######## design 1 ########
Design 1, M1 wires:
Supply wires on this layer in gray.
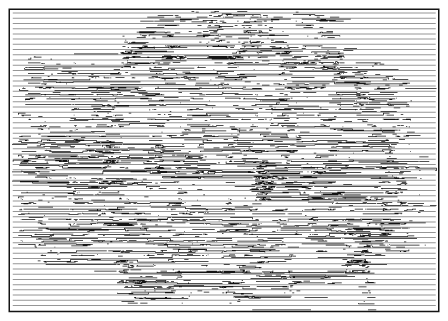
Design 1, metal 2:
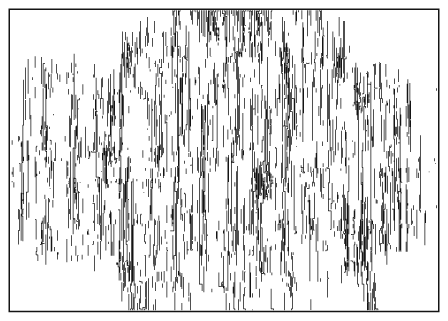
Design 1, metal 3:
Scale bar: 50 µm. Cells faint in the background.
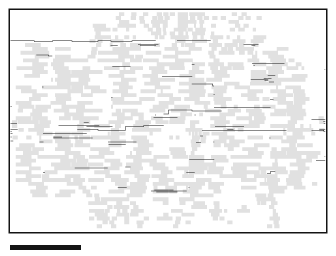
## src/rtl/byteram_port.sv

```systemverilog
// Byte-lane-masked, word-addressed RAM port with valid/ready requests, a fixed-latency
// response pipeline and a self-clearing initialisation pass after every reset.
module byteram_port #(
    parameter int unsigned DATA_WIDTH   = 32,
    parameter int unsigned DEPTH        = 8,
    parameter int unsigned ADDR_WIDTH   = 32,
    parameter int unsigned READ_LATENCY = 1,
    parameter bit          WRITE_FIRST  = 1'b0
) (
    input  logic                    clock,
    input  logic                    reset,
    input  logic                    req_valid,
    output logic                    req_ready,
    input  logic [ADDR_WIDTH-1:0]   req_addr,
    input  logic [DATA_WIDTH/8-1:0] req_byteena,
    input  logic                    req_wren,
    input  logic [DATA_WIDTH-1:0]   req_wdata,
    output logic                    resp_valid,
    output logic [DATA_WIDTH-1:0]   resp_rdata,
    output logic                    resp_err,
    output logic                    init_done
);

    localparam int unsigned NumLanes = DATA_WIDTH / 8;
    localparam int unsigned IdxWidth = (DEPTH > 1) ? $clog2(DEPTH) : 1;
    // Wide enough that neither the address nor DEPTH is truncated in the range check.
    localparam int unsigned CmpWidth = (ADDR_WIDTH > 32) ? ADDR_WIDTH + 1 : 33;

    typedef enum logic [0:0] {StInit, StRun} state_e;

    state_e                state_q, state_d;
    logic [IdxWidth-1:0]   clr_cnt_q, clr_cnt_d;
    logic                  clr_we;
    logic                  clr_last;

    logic                  accept;
    logic                  in_range;
    logic [IdxWidth-1:0]   idx;
    logic [DATA_WIDTH-1:0] old_word;
    logic [DATA_WIDTH-1:0] merged_word;
    logic [DATA_WIDTH-1:0] lane_mask;
    logic [DATA_WIDTH-1:0] resp_word;

    logic [DATA_WIDTH-1:0]   mem_q [DEPTH];
    logic [READ_LATENCY-1:0] pipe_valid_q;
    logic [READ_LATENCY-1:0] pipe_err_q;
    logic [DATA_WIDTH-1:0]   pipe_data_q [READ_LATENCY];

    assign clr_last = (clr_cnt_q == IdxWidth'(DEPTH - 1));

    // ---------------------------------------------------------------- FSM state register
    always_ff @(posedge clock or posedge reset) begin
        if (reset) begin
            state_q   <= StInit;
            clr_cnt_q <= '0;
        end else begin
            state_q   <= state_d;
            clr_cnt_q <= clr_cnt_d;
        end
    end

    // ---------------------------------------------------------------- FSM next state
    always_comb begin
        state_d   = state_q;
        clr_cnt_d = clr_cnt_q;
        unique case (state_q)
            StInit: begin
                if (clr_last) begin
                    state_d   = StRun;
                    clr_cnt_d = '0;
                end else begin
                    clr_cnt_d = clr_cnt_q + IdxWidth'(1);
                end
            end
            StRun: begin
                state_d = StRun;
            end
        endcase
    end

    // ---------------------------------------------------------------- FSM outputs
    always_comb begin
        req_ready = 1'b0;
        init_done = 1'b0;
        clr_we    = 1'b0;
        unique case (state_q)
            StInit: clr_we = 1'b1;
            StRun: begin
                req_ready = 1'b1;
                init_done = 1'b1;
            end
        endcase
    end

    // ---------------------------------------------------------------- request datapath
    assign accept   = req_valid & req_ready;
    assign in_range = CmpWidth'(req_addr) < CmpWidth'(DEPTH);
    assign idx      = req_addr[IdxWidth-1:0];
    assign old_word = mem_q[idx];

    always_comb begin
        lane_mask = '0;
        for (int i = 0; i < NumLanes; i++) begin
            lane_mask[8*i +: 8] = {8{req_byteena[i]}};
        end
    end

    assign merged_word = (old_word & ~lane_mask) | (req_wdata & lane_mask);

    always_comb begin
        resp_word = '0;
        if (in_range) begin
            if (WRITE_FIRST && req_wren) begin
                resp_word = merged_word & lane_mask;
            end else begin
                resp_word = old_word & lane_mask;
            end
        end
    end

    // Clearing has priority; requests cannot be accepted during INIT anyway.
    always_ff @(posedge clock) begin
        if (clr_we) begin
            mem_q[clr_cnt_q] <= '0;
        end else if (accept && req_wren && in_range) begin
            mem_q[idx] <= merged_word;
        end
    end

    // ---------------------------------------------------------------- response pipeline
    // Data/err advance only with a valid entry so the output stage holds between pulses.
    always_ff @(posedge clock or posedge reset) begin
        if (reset) begin
            pipe_valid_q <= '0;
            pipe_err_q   <= '0;
            for (int k = 0; k < READ_LATENCY; k++) begin
                pipe_data_q[k] <= '0;
            end
        end else begin
            pipe_valid_q[0] <= accept;
            if (accept) begin
                pipe_data_q[0] <= resp_word;
                pipe_err_q[0]  <= ~in_range;
            end
            for (int k = 1; k < READ_LATENCY; k++) begin
                pipe_valid_q[k] <= pipe_valid_q[k-1];
                if (pipe_valid_q[k-1]) begin
                    pipe_data_q[k] <= pipe_data_q[k-1];
                    pipe_err_q[k]  <= pipe_err_q[k-1];
                end
            end
        end
    end

    assign resp_valid = pipe_valid_q[READ_LATENCY-1];
    assign resp_rdata = pipe_data_q[READ_LATENCY-1];
    assign resp_err   = pipe_err_q[READ_LATENCY-1];

endmodule
```

## config.mk

```make
export PLATFORM = sky130hd
export DESIGN_NAME = byteram_port
export DESIGN_NICKNAME = d
export VERILOG_FILES = /design/src/rtl/byteram_port.sv
export SDC_FILE = /design/constraint.sdc
export NUM_CORES = 1
export LEC_CHECK = 0
export CAP_MARGIN = 20
export CORE_ASPECT_RATIO = 0.7
export CORE_UTILIZATION = 35
export CTS_CLUSTER_DIAMETER = 100
export DETAILED_ROUTE_END_ITERATION = 12
export MAX_ROUTING_LAYER = met4
export PLACE_DENSITY_LB_ADDON = 0.12
export SYNTH_ARGS = -nofsm -noshare
export SYNTH_HDL_FRONTEND = slang
export SYNTH_SLANG_ARGS = --single-unit
```

## constraint.sdc

```tcl
create_clock -name clock -period 6 [get_ports clock]
set_clock_uncertainty 0.05 [all_clocks]
set_input_delay 0.6 -clock clock [delete_from_list [all_inputs] [get_ports clock]]
set_output_delay 0.6 -clock clock [all_outputs]
set_load 0.05 [all_outputs]
```

==> GITHUB_STEP_SUMMARY <==
### Metrics collected by this job

| Metric | Value |
|---|---|
| Fin util | `a little over two fifths` |
| Top cell area share | `between 60% and 70%` |
| Cell Area, Placed | `between 10,000 and 15,000 µm²` |
| Worst path most repeated cell | `buf_4` |
| Worst hold path class | `reg -> reg` |
| Hold path cells | `1` |
| Reg power frac | `roughly 53%` |
| Number of buffers created by CTS | `29` |
| Slowest-stage cell, CP | `a32o_1` |
| Post-synth top area cell | `edfxtp_1` |
| Status | `completed` |
| Most instantiated logic cells after routing | `edfxtp_1 (256), clkdlybuf4s50_1 (104), mux4_2 (62)` |
| CP Launch Point | `state_q$_DFF_PP0_` |
| Max-slew headroom | `between 30% and 40%` |
| Most flops, register | `mem_q` |
| Switching pwr | `0.000809 W` |
| Slew Limit Fails | `0` |
## Picture notes: 'M1 wires' of design 1
The layer carries 12,700 µm of wire. The longest straight run is 59.8 µm. The wires run mostly horizontal.
WL final: 26.7 mm
met1 Use GR: 22.4%
vias: 6,119

## Picture notes: 'metal 2' of design 1
The longest straight run is 71.9 µm. The layer carries 12,700 µm of wire. 713 nets have wire on it.
GRT met2 Usage: 25.2%

## Picture notes: 'metal 3' of design 1
42 nets have wire on it. The wires run mostly horizontal. The longest straight run is 59.3 µm.

==> metal layers <==
metal	up-vias	GRT usage, %	wire (µm)
li1	2670	-	-
met1	3310	22.4	12700
met2	105	25.2	12700
met3	34	2.27	856
met4	0	3.12	435
met5	-	-	0
==> layout make-up <==
type                       instances  area (µm²)  area share [%]
inverter                           3        11.3          0.0784
sequential                       294        8640            60.2
clock inverter                    10        97.6           0.680
tap                              435         544            3.79
multi-input combinational        233        3060            21.3
timing repair buffer             124        1190            8.26
clock buffer                      43         818            5.70

######## design 2 ########
Design 2, M1 wires:
Supply wires on this layer in gray.
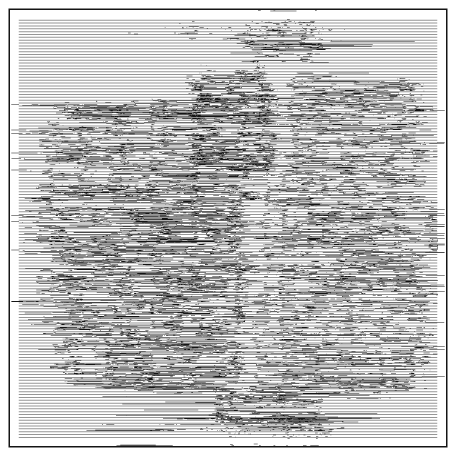
Design 2, metal 2:
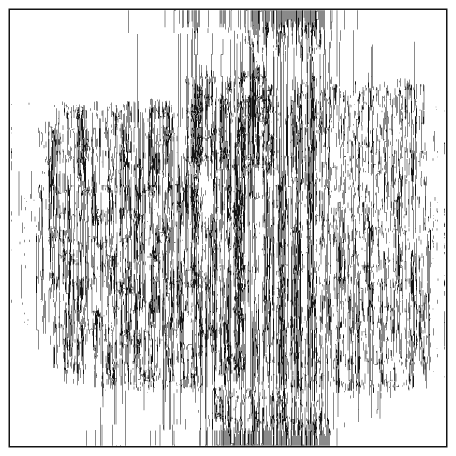
Design 2, metal 3:
Scale bar: 100 µm. Cells faint in the background.
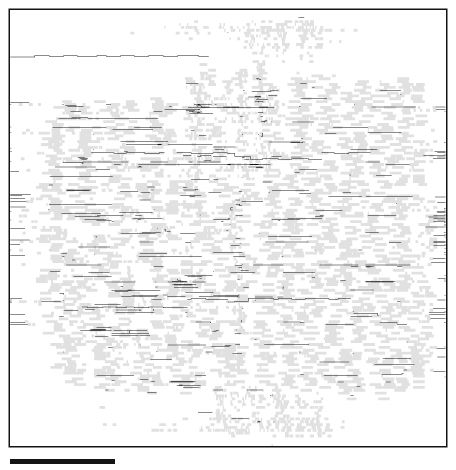
==> src/rtl/branch_predict_unit.sv <==
// branch_predict_unit
//   EX-stage branch resolution plus a direct-mapped BTB with 2-bit
//   saturating counters that drives fetch-stage prediction. It also
//   detects mispredictions and supplies the fetch redirect PC.
//
// Optional build macro: BRANCH_PERF_EN adds saturating branch and
//   mispredict counters. When it is not defined, both count outputs are
//   tied to 0 and no counter flops exist.
//
// Ports
//   clk, rst_n        rising-edge clock, synchronous active-low reset
//   fetch_pc          PC being fetched; the lookup is combinational
//   pred_taken/target fetch prediction (target is 0 when not taken)
//   ex_*              EX-stage instruction and the prediction it carried
//   branchTarget, op1 immediate target and return-address operand
//   isRet..isBgt      decoded branch type
//   flagsE, flagsGT   flags register
//   branchPC, isBranchTaken   resolved branch (always combinational)
//   mispredict, redirect_pc   flush request and fetch restart PC
//   branch_count, mispredict_count   perf counters (feature only)
module branch_predict_unit #(
  parameter int ENTRIES = 16,
  parameter int CNT_W   = 32
) (
  input  logic             clk,
  input  logic             rst_n,
  input  logic [31:0]      fetch_pc,
  output logic             pred_taken,
  output logic [31:0]      pred_target,
  input  logic             ex_valid,
  input  logic [31:0]      ex_pc,
  input  logic             ex_pred_taken,
  input  logic [31:0]      ex_pred_target,
  input  logic [31:0]      branchTarget,
  input  logic [31:0]      op1,
  input  logic             isRet,
  input  logic             isUBranch,
  input  logic             isBeq,
  input  logic             isBgt,
  input  logic             flagsE,
  input  logic             flagsGT,
  output logic [31:0]      branchPC,
  output logic             isBranchTaken,
  output logic             mispredict,
  output logic [31:0]      redirect_pc,
  output logic [CNT_W-1:0] branch_count,
  output logic [CNT_W-1:0] mispredict_count
);

  localparam int IDX_W = $clog2(ENTRIES);
  localparam int TAG_W = 30 - IDX_W;

  // BTB storage; tag and target are never reset, only valid and ctr are.
  logic [ENTRIES-1:0]            valid;
  logic [ENTRIES-1:0][TAG_W-1:0] tag;
  logic [ENTRIES-1:0][31:0]      target;
  logic [ENTRIES-1:0][1:0]       ctr;

  // Word-aligned PCs: the low two bits take no part in indexing.
  logic unused_pc_bits;
  assign unused_pc_bits = ^{fetch_pc[1:0], ex_pc[1:0]};

  // Fetch lookup. The BTB is read before the write, so an update in this
  // cycle becomes visible on the next cycle.
  logic [IDX_W-1:0] f_idx;
  logic [TAG_W-1:0] f_tag;
  logic             f_hit;
  assign f_idx       = fetch_pc[IDX_W+1:2];
  assign f_tag       = fetch_pc[31:IDX_W+2];
  assign f_hit       = valid[f_idx] && (tag[f_idx] == f_tag);
  assign pred_taken  = f_hit && ctr[f_idx][1];
  assign pred_target = pred_taken ? target[f_idx] : 32'd0;

  // EX-side lookup used by the update rules.
  logic [IDX_W-1:0] e_idx;
  logic [TAG_W-1:0] e_tag;
  logic             e_hit;
  assign e_idx = ex_pc[IDX_W+1:2];
  assign e_tag = ex_pc[31:IDX_W+2];
  assign e_hit = valid[e_idx] && (tag[e_idx] == e_tag);

  // Resolution. Returns reach "taken" only through isUBranch; isRet only
  // chooses op1 as the target.
  logic is_br;
  assign is_br         = isRet | isUBranch | isBeq | isBgt;
  assign branchPC      = isRet ? op1 : branchTarget;
  assign isBranchTaken = isUBranch | (isBeq & flagsE) | (isBgt & flagsGT);
  assign mispredict    = ex_valid &
                         ((ex_pred_taken != isBranchTaken) |
                          (isBranchTaken & (ex_pred_target != branchPC)));
  assign redirect_pc   = isBranchTaken ? branchPC : ex_pc + 32'd4;

  logic [1:0] e_ctr;
  assign e_ctr = ctr[e_idx];

  always_ff @(posedge clk) begin
    if (!rst_n) begin
      valid <= '0;
      for (int i = 0; i < ENTRIES; i++) ctr[i] <= 2'b01;
    end else if (ex_valid) begin
      if (is_br) begin
        if (e_hit) begin
          if (isBranchTaken) begin
            ctr[e_idx]    <= (e_ctr == 2'b11) ? 2'b11 : e_ctr + 2'd1;
            target[e_idx] <= branchPC;
          end else begin
            ctr[e_idx]    <= (e_ctr == 2'b00) ? 2'b00 : e_ctr - 2'd1;
          end
        end else if (isBranchTaken) begin
          // A taken miss allocates the entry and replaces whatever occupies the slot.
          valid[e_idx]  <= 1'b1;
          tag[e_idx]    <= e_tag;
          target[e_idx] <= branchPC;
          ctr[e_idx]    <= 2'b10;
        end
      end else if (e_hit) begin
        // A non-branch that hits is an alias, so the entry is dropped.
        valid[e_idx] <= 1'b0;
      end
    end
  end

`ifdef BRANCH_PERF_EN
  logic [CNT_W-1:0] br_cnt;
  logic [CNT_W-1:0] mp_cnt;

  always_ff @(posedge clk) begin
    if (!rst_n) begin
      br_cnt <= '0;
      mp_cnt <= '0;
    end else begin
      if (ex_valid && is_br && (br_cnt != '1)) br_cnt <= br_cnt + CNT_W'(1);
      if (mispredict && (mp_cnt != '1))        mp_cnt <= mp_cnt + CNT_W'(1);
    end
  end

  assign branch_count     = br_cnt;
  assign mispredict_count = mp_cnt;
`else
  assign branch_count     = '0;
  assign mispredict_count = '0;
`endif

endmodule

==> config.mk <==
export PLATFORM = sky130hd
export DESIGN_NAME = branch_predict_unit
export DESIGN_NICKNAME = d
export VERILOG_FILES = /design/src/rtl/branch_predict_unit.sv
export SDC_FILE = /design/constraint.sdc
export NUM_CORES = 1
export LEC_CHECK = 0
export CAP_MARGIN = 30
export CORE_MARGIN = 8
export CORE_UTILIZATION = 28
export CTS_CLUSTER_SIZE = 30
export DETAILED_ROUTE_END_ITERATION = 10
export HOLD_SLACK_MARGIN = 0.02
export PLACE_DENSITY = 0.42
export SYNTH_ARGS = -nofsm -noshare
export SYNTH_HDL_FRONTEND = slang
export SYNTH_SLANG_ARGS = --single-unit
==> constraint.sdc <==
create_clock -name clk -period 11.86 [get_ports clk]
set_clock_uncertainty 0.15 [all_clocks]
set_input_delay 2.372 -clock clk [delete_from_list [all_inputs] [get_ports clk]]
set_output_delay 2.372 -clock clk [all_outputs]
set_load 0.005 [all_outputs]
==> GITHUB_STEP_SUMMARY <==
### Metrics collected by this job

| Metric | Value |
|---|---|
| Status | `completed` |
| # setup viols final | `0` |
| Most flops, register | `target` |
| Worst Hold Launch | `ctr[16]$_SDFFE_PN1P_` |
| Simple-Gate Area Share | `4.20%` |
| Cell count in the Yosys report | `about 2,400` |
| Final Power | `slightly below 0.008 W` |
| FF/Latch Area | `~29,000 µm²` |
| Switching pwr | `around 0.0018 W` |
| Seq/Total Area, Yosys | `between 60% and 70%` |
| I/O Pins | `333` |
| Clk power | `between 0.003 and 0.004 W` |
| Warning total across the stage logs | `31` |
| Clock Sinks | `~980` |
| Internal power | `0.00597 W` |
| Critical-path cell list | `buf_8 -> buf_4 -> mux4_2 -> mux4_2 -> xor2_1 -> nor3_1 -> nand3_1 -> or4_4 -> nor2b_1 -> clkdlybuf4s50_1` |
About 'M1 wires' of design 2:
The layer carries 60.6 mm of wire. The layer holds 40% of the routed length. 2,738 nets have wire on it. The longest straight run is 116 µm.

About 'metal 2' of design 2:
The layer holds 54% of the routed length. 2,606 nets have wire on it.

About 'metal 3' of design 2:
The wires run mostly horizontal. The longest straight run is 120 µm.
vias: 24,843
WL final: 151 mm
GR Util met3: 2.48%

-- metrics by stage --
| stage | util, % | setup slack, ns |
|---|---|---|
| floorplan | - | 4.21 |
| finish | 33.6 | 2.28 |
| detailed placement | 31.5 | 2.10 |
| global placement | 31.4 | 2.13 |
| global route | 33.6 | 1.97 |
| CTS | 33.6 | 2.10 |
-- critical path: cells and delay by family --
family                    cells  cell delay (ns)
buffers and inverters         3             1.68
muxes                         2             1.05
xor gates and xnor gates      1             0.18
and+or+nand+nor               4             1.65

######## design 3 ########
Design 3, the clock network:
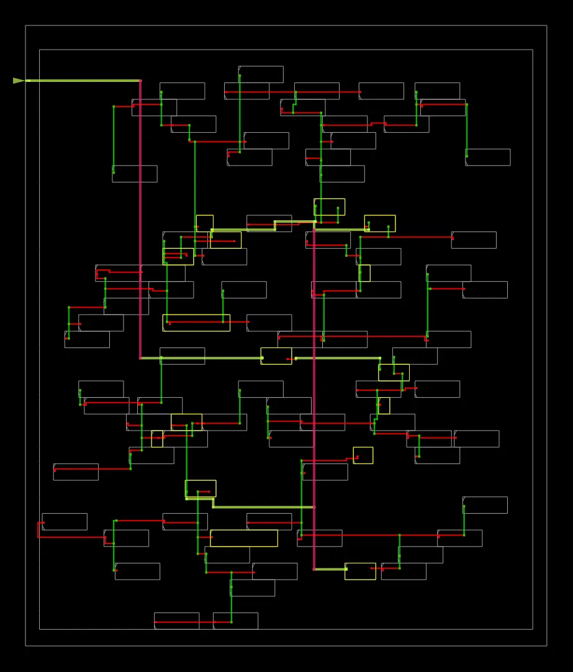
Design 3, selected gate families:
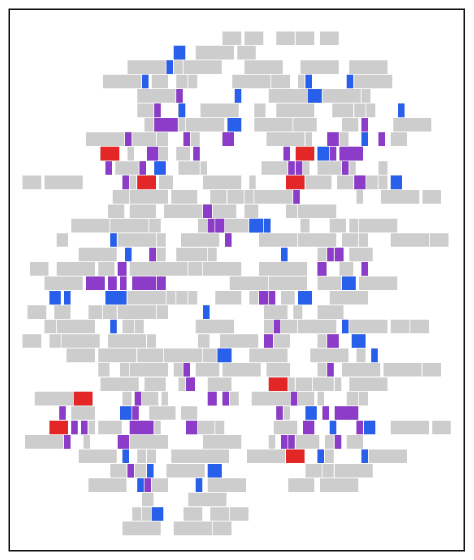
[src/rtl/switch_pkg.sv]
// switch_pkg: shared definitions for the switch_bank debouncer.
//   - default parameter values for the bank
//   - chan_evt_t: per-channel output bundle (level plus event pulses)
//   - clog2: width helper used for counter sizing
package switch_pkg;

  localparam int DEF_CHANNELS     = 4;
  localparam int DEF_DIV_WIDTH    = 8;
  localparam int DEF_STABLE_TICKS = 8;
  localparam int DEF_HOLD_TICKS   = 64;
  localparam int DEF_ACTIVE_LOW   = 1;

  // One channel's outputs. 'release' is a language keyword, hence release_p.
  typedef struct packed {
    logic level;
    logic press;
    logic release_p;
    logic hold;
  } chan_evt_t;

  // Ceiling log2; clog2(1) = 0.
  function automatic int clog2(input int v);
    int r;
    r = 0;
    for (int i = 0; i < 31; i++)
      if ((1 << i) < v) r = i + 1;
    return r;
  endfunction

endpackage

[src/rtl/switch_channel.sv]
// switch_channel: one debounced switch.
//   sys_clock  : clock
//   reset      : synchronous, active-high
//   tick       : shared sample strobe from the bank divider
//   switch_in  : raw asynchronous pin
//   evt        : registered level and one-cycle press/release/hold pulses
// The pin is synchronised, normalised to 1 = pressed, and only accepted as a
// new level after STABLE_TICKS consecutive disagreeing samples.
module switch_channel
  import switch_pkg::*;
#(
  parameter int STABLE_TICKS = DEF_STABLE_TICKS,
  parameter int HOLD_TICKS   = DEF_HOLD_TICKS,
  parameter int ACTIVE_LOW   = DEF_ACTIVE_LOW
) (
  input  logic      sys_clock,
  input  logic      reset,
  input  logic      tick,
  input  logic      switch_in,
  output chan_evt_t evt
);

  localparam int SW = clog2(STABLE_TICKS);
  localparam int HW = clog2(HOLD_TICKS + 1);
  // Pin value when the switch is not pressed.
  localparam logic IDLE_PIN = (ACTIVE_LOW != 0);
  localparam logic [SW-1:0] STAB_LAST = SW'(STABLE_TICKS - 1);
  localparam logic [HW-1:0] HOLD_LAST = HW'(HOLD_TICKS - 1);
  localparam logic [HW-1:0] HOLD_MAX  = HW'(HOLD_TICKS);

  logic [1:0]    sync_pipe;
  logic          pressed_raw;
  logic [SW-1:0] stab_cnt;
  logic [HW-1:0] hold_cnt;
  logic          level, level_q;
  logic          press, rel, hold;

  assign pressed_raw = sync_pipe[1] ^ IDLE_PIN;

  always_ff @(posedge sys_clock) begin
    if (reset) begin
      // Synchroniser loads the released pin value so reset never looks like a press.
      sync_pipe <= {2{IDLE_PIN}};
      stab_cnt  <= '0;
      hold_cnt  <= '0;
      level     <= 1'b0;
      level_q   <= 1'b0;
      press     <= 1'b0;
      rel       <= 1'b0;
      hold      <= 1'b0;
    end else begin
      sync_pipe <= {sync_pipe[0], switch_in};
      level_q   <= level;
      press     <= level & ~level_q;
      rel       <= ~level & level_q;
      // Fires on the tick that takes hold_cnt to HOLD_TICKS; saturation makes it one-shot.
      hold      <= tick & level & (hold_cnt == HOLD_LAST);

      if (tick) begin
        if (pressed_raw == level) begin
          stab_cnt <= '0;
        end else if (stab_cnt == STAB_LAST) begin
          level    <= ~level;
          stab_cnt <= '0;
        end else begin
          stab_cnt <= stab_cnt + 1'b1;
        end
      end

      if (!level)
        hold_cnt <= '0;
      else if (tick && hold_cnt != HOLD_MAX)
        hold_cnt <= hold_cnt + 1'b1;
    end
  end

  assign evt.level     = level;
  assign evt.press     = press;
  assign evt.release_p = rel;
  assign evt.hold      = hold;

endmodule

[src/rtl/switch_bank.sv]
// switch_bank: CHANNELS independent switch debouncers sharing one sample divider.
//   sys_clock     : clock
//   reset         : synchronous, active-high
//   switch_in     : raw asynchronous pins
//   level         : debounced pressed state (1 = pressed)
//   press         : one-cycle pulse when level rises
//   release_pulse : one-cycle pulse when level falls ('release' is a keyword)
//   hold          : one-cycle pulse after HOLD_TICKS ticks of continuous press
//   tick          : shared sample strobe, one cycle every 2^DIV_WIDTH cycles
module switch_bank
  import switch_pkg::*;
#(
  parameter int CHANNELS     = DEF_CHANNELS,
  parameter int DIV_WIDTH    = DEF_DIV_WIDTH,
  parameter int STABLE_TICKS = DEF_STABLE_TICKS,
  parameter int HOLD_TICKS   = DEF_HOLD_TICKS,
  parameter int ACTIVE_LOW   = DEF_ACTIVE_LOW
) (
  input  logic                sys_clock,
  input  logic                reset,
  input  logic [CHANNELS-1:0] switch_in,
  output logic [CHANNELS-1:0] level,
  output logic [CHANNELS-1:0] press,
  output logic [CHANNELS-1:0] release_pulse,
  output logic [CHANNELS-1:0] hold,
  output logic                tick
);

  logic [DIV_WIDTH-1:0] div_cnt;
  chan_evt_t            evt [CHANNELS];

  always_ff @(posedge sys_clock) begin
    if (reset) div_cnt <= '0;
    else       div_cnt <= div_cnt + 1'b1;
  end

  // All-ones for one cycle, then the counter wraps to zero.
  assign tick = &div_cnt;

  for (genvar g = 0; g < CHANNELS; g++) begin : g_ch
    switch_channel #(
      .STABLE_TICKS(STABLE_TICKS),
      .HOLD_TICKS  (HOLD_TICKS),
      .ACTIVE_LOW  (ACTIVE_LOW)
    ) u_ch (
      .sys_clock(sys_clock),
      .reset    (reset),
      .tick     (tick),
      .switch_in(switch_in[g]),
      .evt      (evt[g])
    );
    assign level[g]         = evt[g].level;
    assign press[g]         = evt[g].press;
    assign release_pulse[g] = evt[g].release_p;
    assign hold[g]          = evt[g].hold;
  end

endmodule

[config.mk]
export PLATFORM = sky130hd
export DESIGN_NAME = switch_bank
export DESIGN_NICKNAME = d
export VERILOG_FILES = /design/src/rtl/switch_pkg.sv /design/src/rtl/switch_channel.sv /design/src/rtl/switch_bank.sv
export SDC_FILE = /design/constraint.sdc
export NUM_CORES = 1
export LEC_CHECK = 0
export CAP_MARGIN = 20
export CORE_ASPECT_RATIO = 1.2
export CORE_MARGIN = 2
export CORE_UTILIZATION = 40
export DETAILED_ROUTE_END_ITERATION = 10
export GPL_ROUTABILITY_DRIVEN = 0
export PLACE_DENSITY = 0.62
export SLEW_MARGIN = 20
export SYNTH_ARGS = -nofsm -noshare
export SYNTH_HDL_FRONTEND = slang
export SYNTH_HIERARCHICAL = 1
export SYNTH_SLANG_ARGS = --single-unit
[constraint.sdc]
create_clock -name sys_clock -period 2 [get_ports sys_clock]
set_input_delay 0.2 -clock sys_clock [delete_from_list [all_inputs] [get_ports sys_clock]]
set_output_delay 0.2 -clock sys_clock [all_outputs]
set_load 0.01 [all_outputs]
==> GITHUB_STEP_SUMMARY <==
### Metrics collected by this job

| Metric | Value |
|---|---|
| TritonRoute pass-1 iters | `4` |
| GR peak layer | `met2` |
| Status | `completed` |
| Fillers | `~710` |
| Combinational share of power | `about 1.7%` |
| Synth Net Count | `366` |
| Final Power | `0.00283 W` |
| Cell Area, Placed | `~3400 µm²` |
| DP HPWL | `~3.6 mm` |
| First-pass GRT wire length | `approximately 9 mm` |
| Flop share of the area | `~41%` |
| Hold path cells | `1` |
| Top pwr grp | `sequential cells` |
| Mi-comb count | `between 200 and 250` |
| Worst hold path class | `reg -> reg` |
| Worst-path clk slew | `0.07 ns` |
| Worst hold slack | `0.402 ns` |
| Clock buffer depth | `2` |
| Largest cell class by area | `registers` |
| P_comb | `0.0000481 W` |
| Period utilization | `91.8%` |
| YS chip area | `between 3000 and 4000 µm²` |
| # setup viols final | `0` |
| Clk power | `about 0.0013 W` |
| Combinational share of cell area | `around two fifths` |
| Crit Path Max Fanout | `4` |
| Number of max-cap violations | `0` |
| Most instantiated logic cells after routing | `dfxtp_1 (76), nand2_1 (42), a21oi_1 (27)` |
Notes on 'the clock network' of design 3 above:
clk latency of the worst-skew pair: 0.34 ns
clock buffer count: 9
Clock Sinks: 76
clock skew: 0.00776 ns

Notes on 'selected gate families' of design 3 above:
Purple shows nand cells, cells 67, most used nand2_1. Blue shows nor cells, cells 42, most used nor2_1. Red shows mux cells, cells 8, most used mux2i_1.
fin cells: 455
Top cell excl fill/tap: dfxtp_1

-- synth_stat cells (5+ instances only) --
cell	instances
dfxtp_1	76
nand2_1	42
a21oi_1	27
nor2_1	25
buf_4	20
inv_1	20
ha_1	17
nand3_1	11
o21ai_0	11
or3_1	11
xor2_1	10
mux2i_1	8
nor3b_1	8
or2_2	8
nand4_2	5
nor2b_1	5
xnor2_1	5
-- timing repair --
item | 4_1_cts | 5_1_grt
endpoints found under the hold margin | 0 | 0
pin swaps | 0 | 1
gates resized | 1 | 3
gates cloned | 0 | 1
endpoints found under the setup margin | 1 | 8
buffers inserted | 0 | 3

Power and IR drop assume default switching activity.
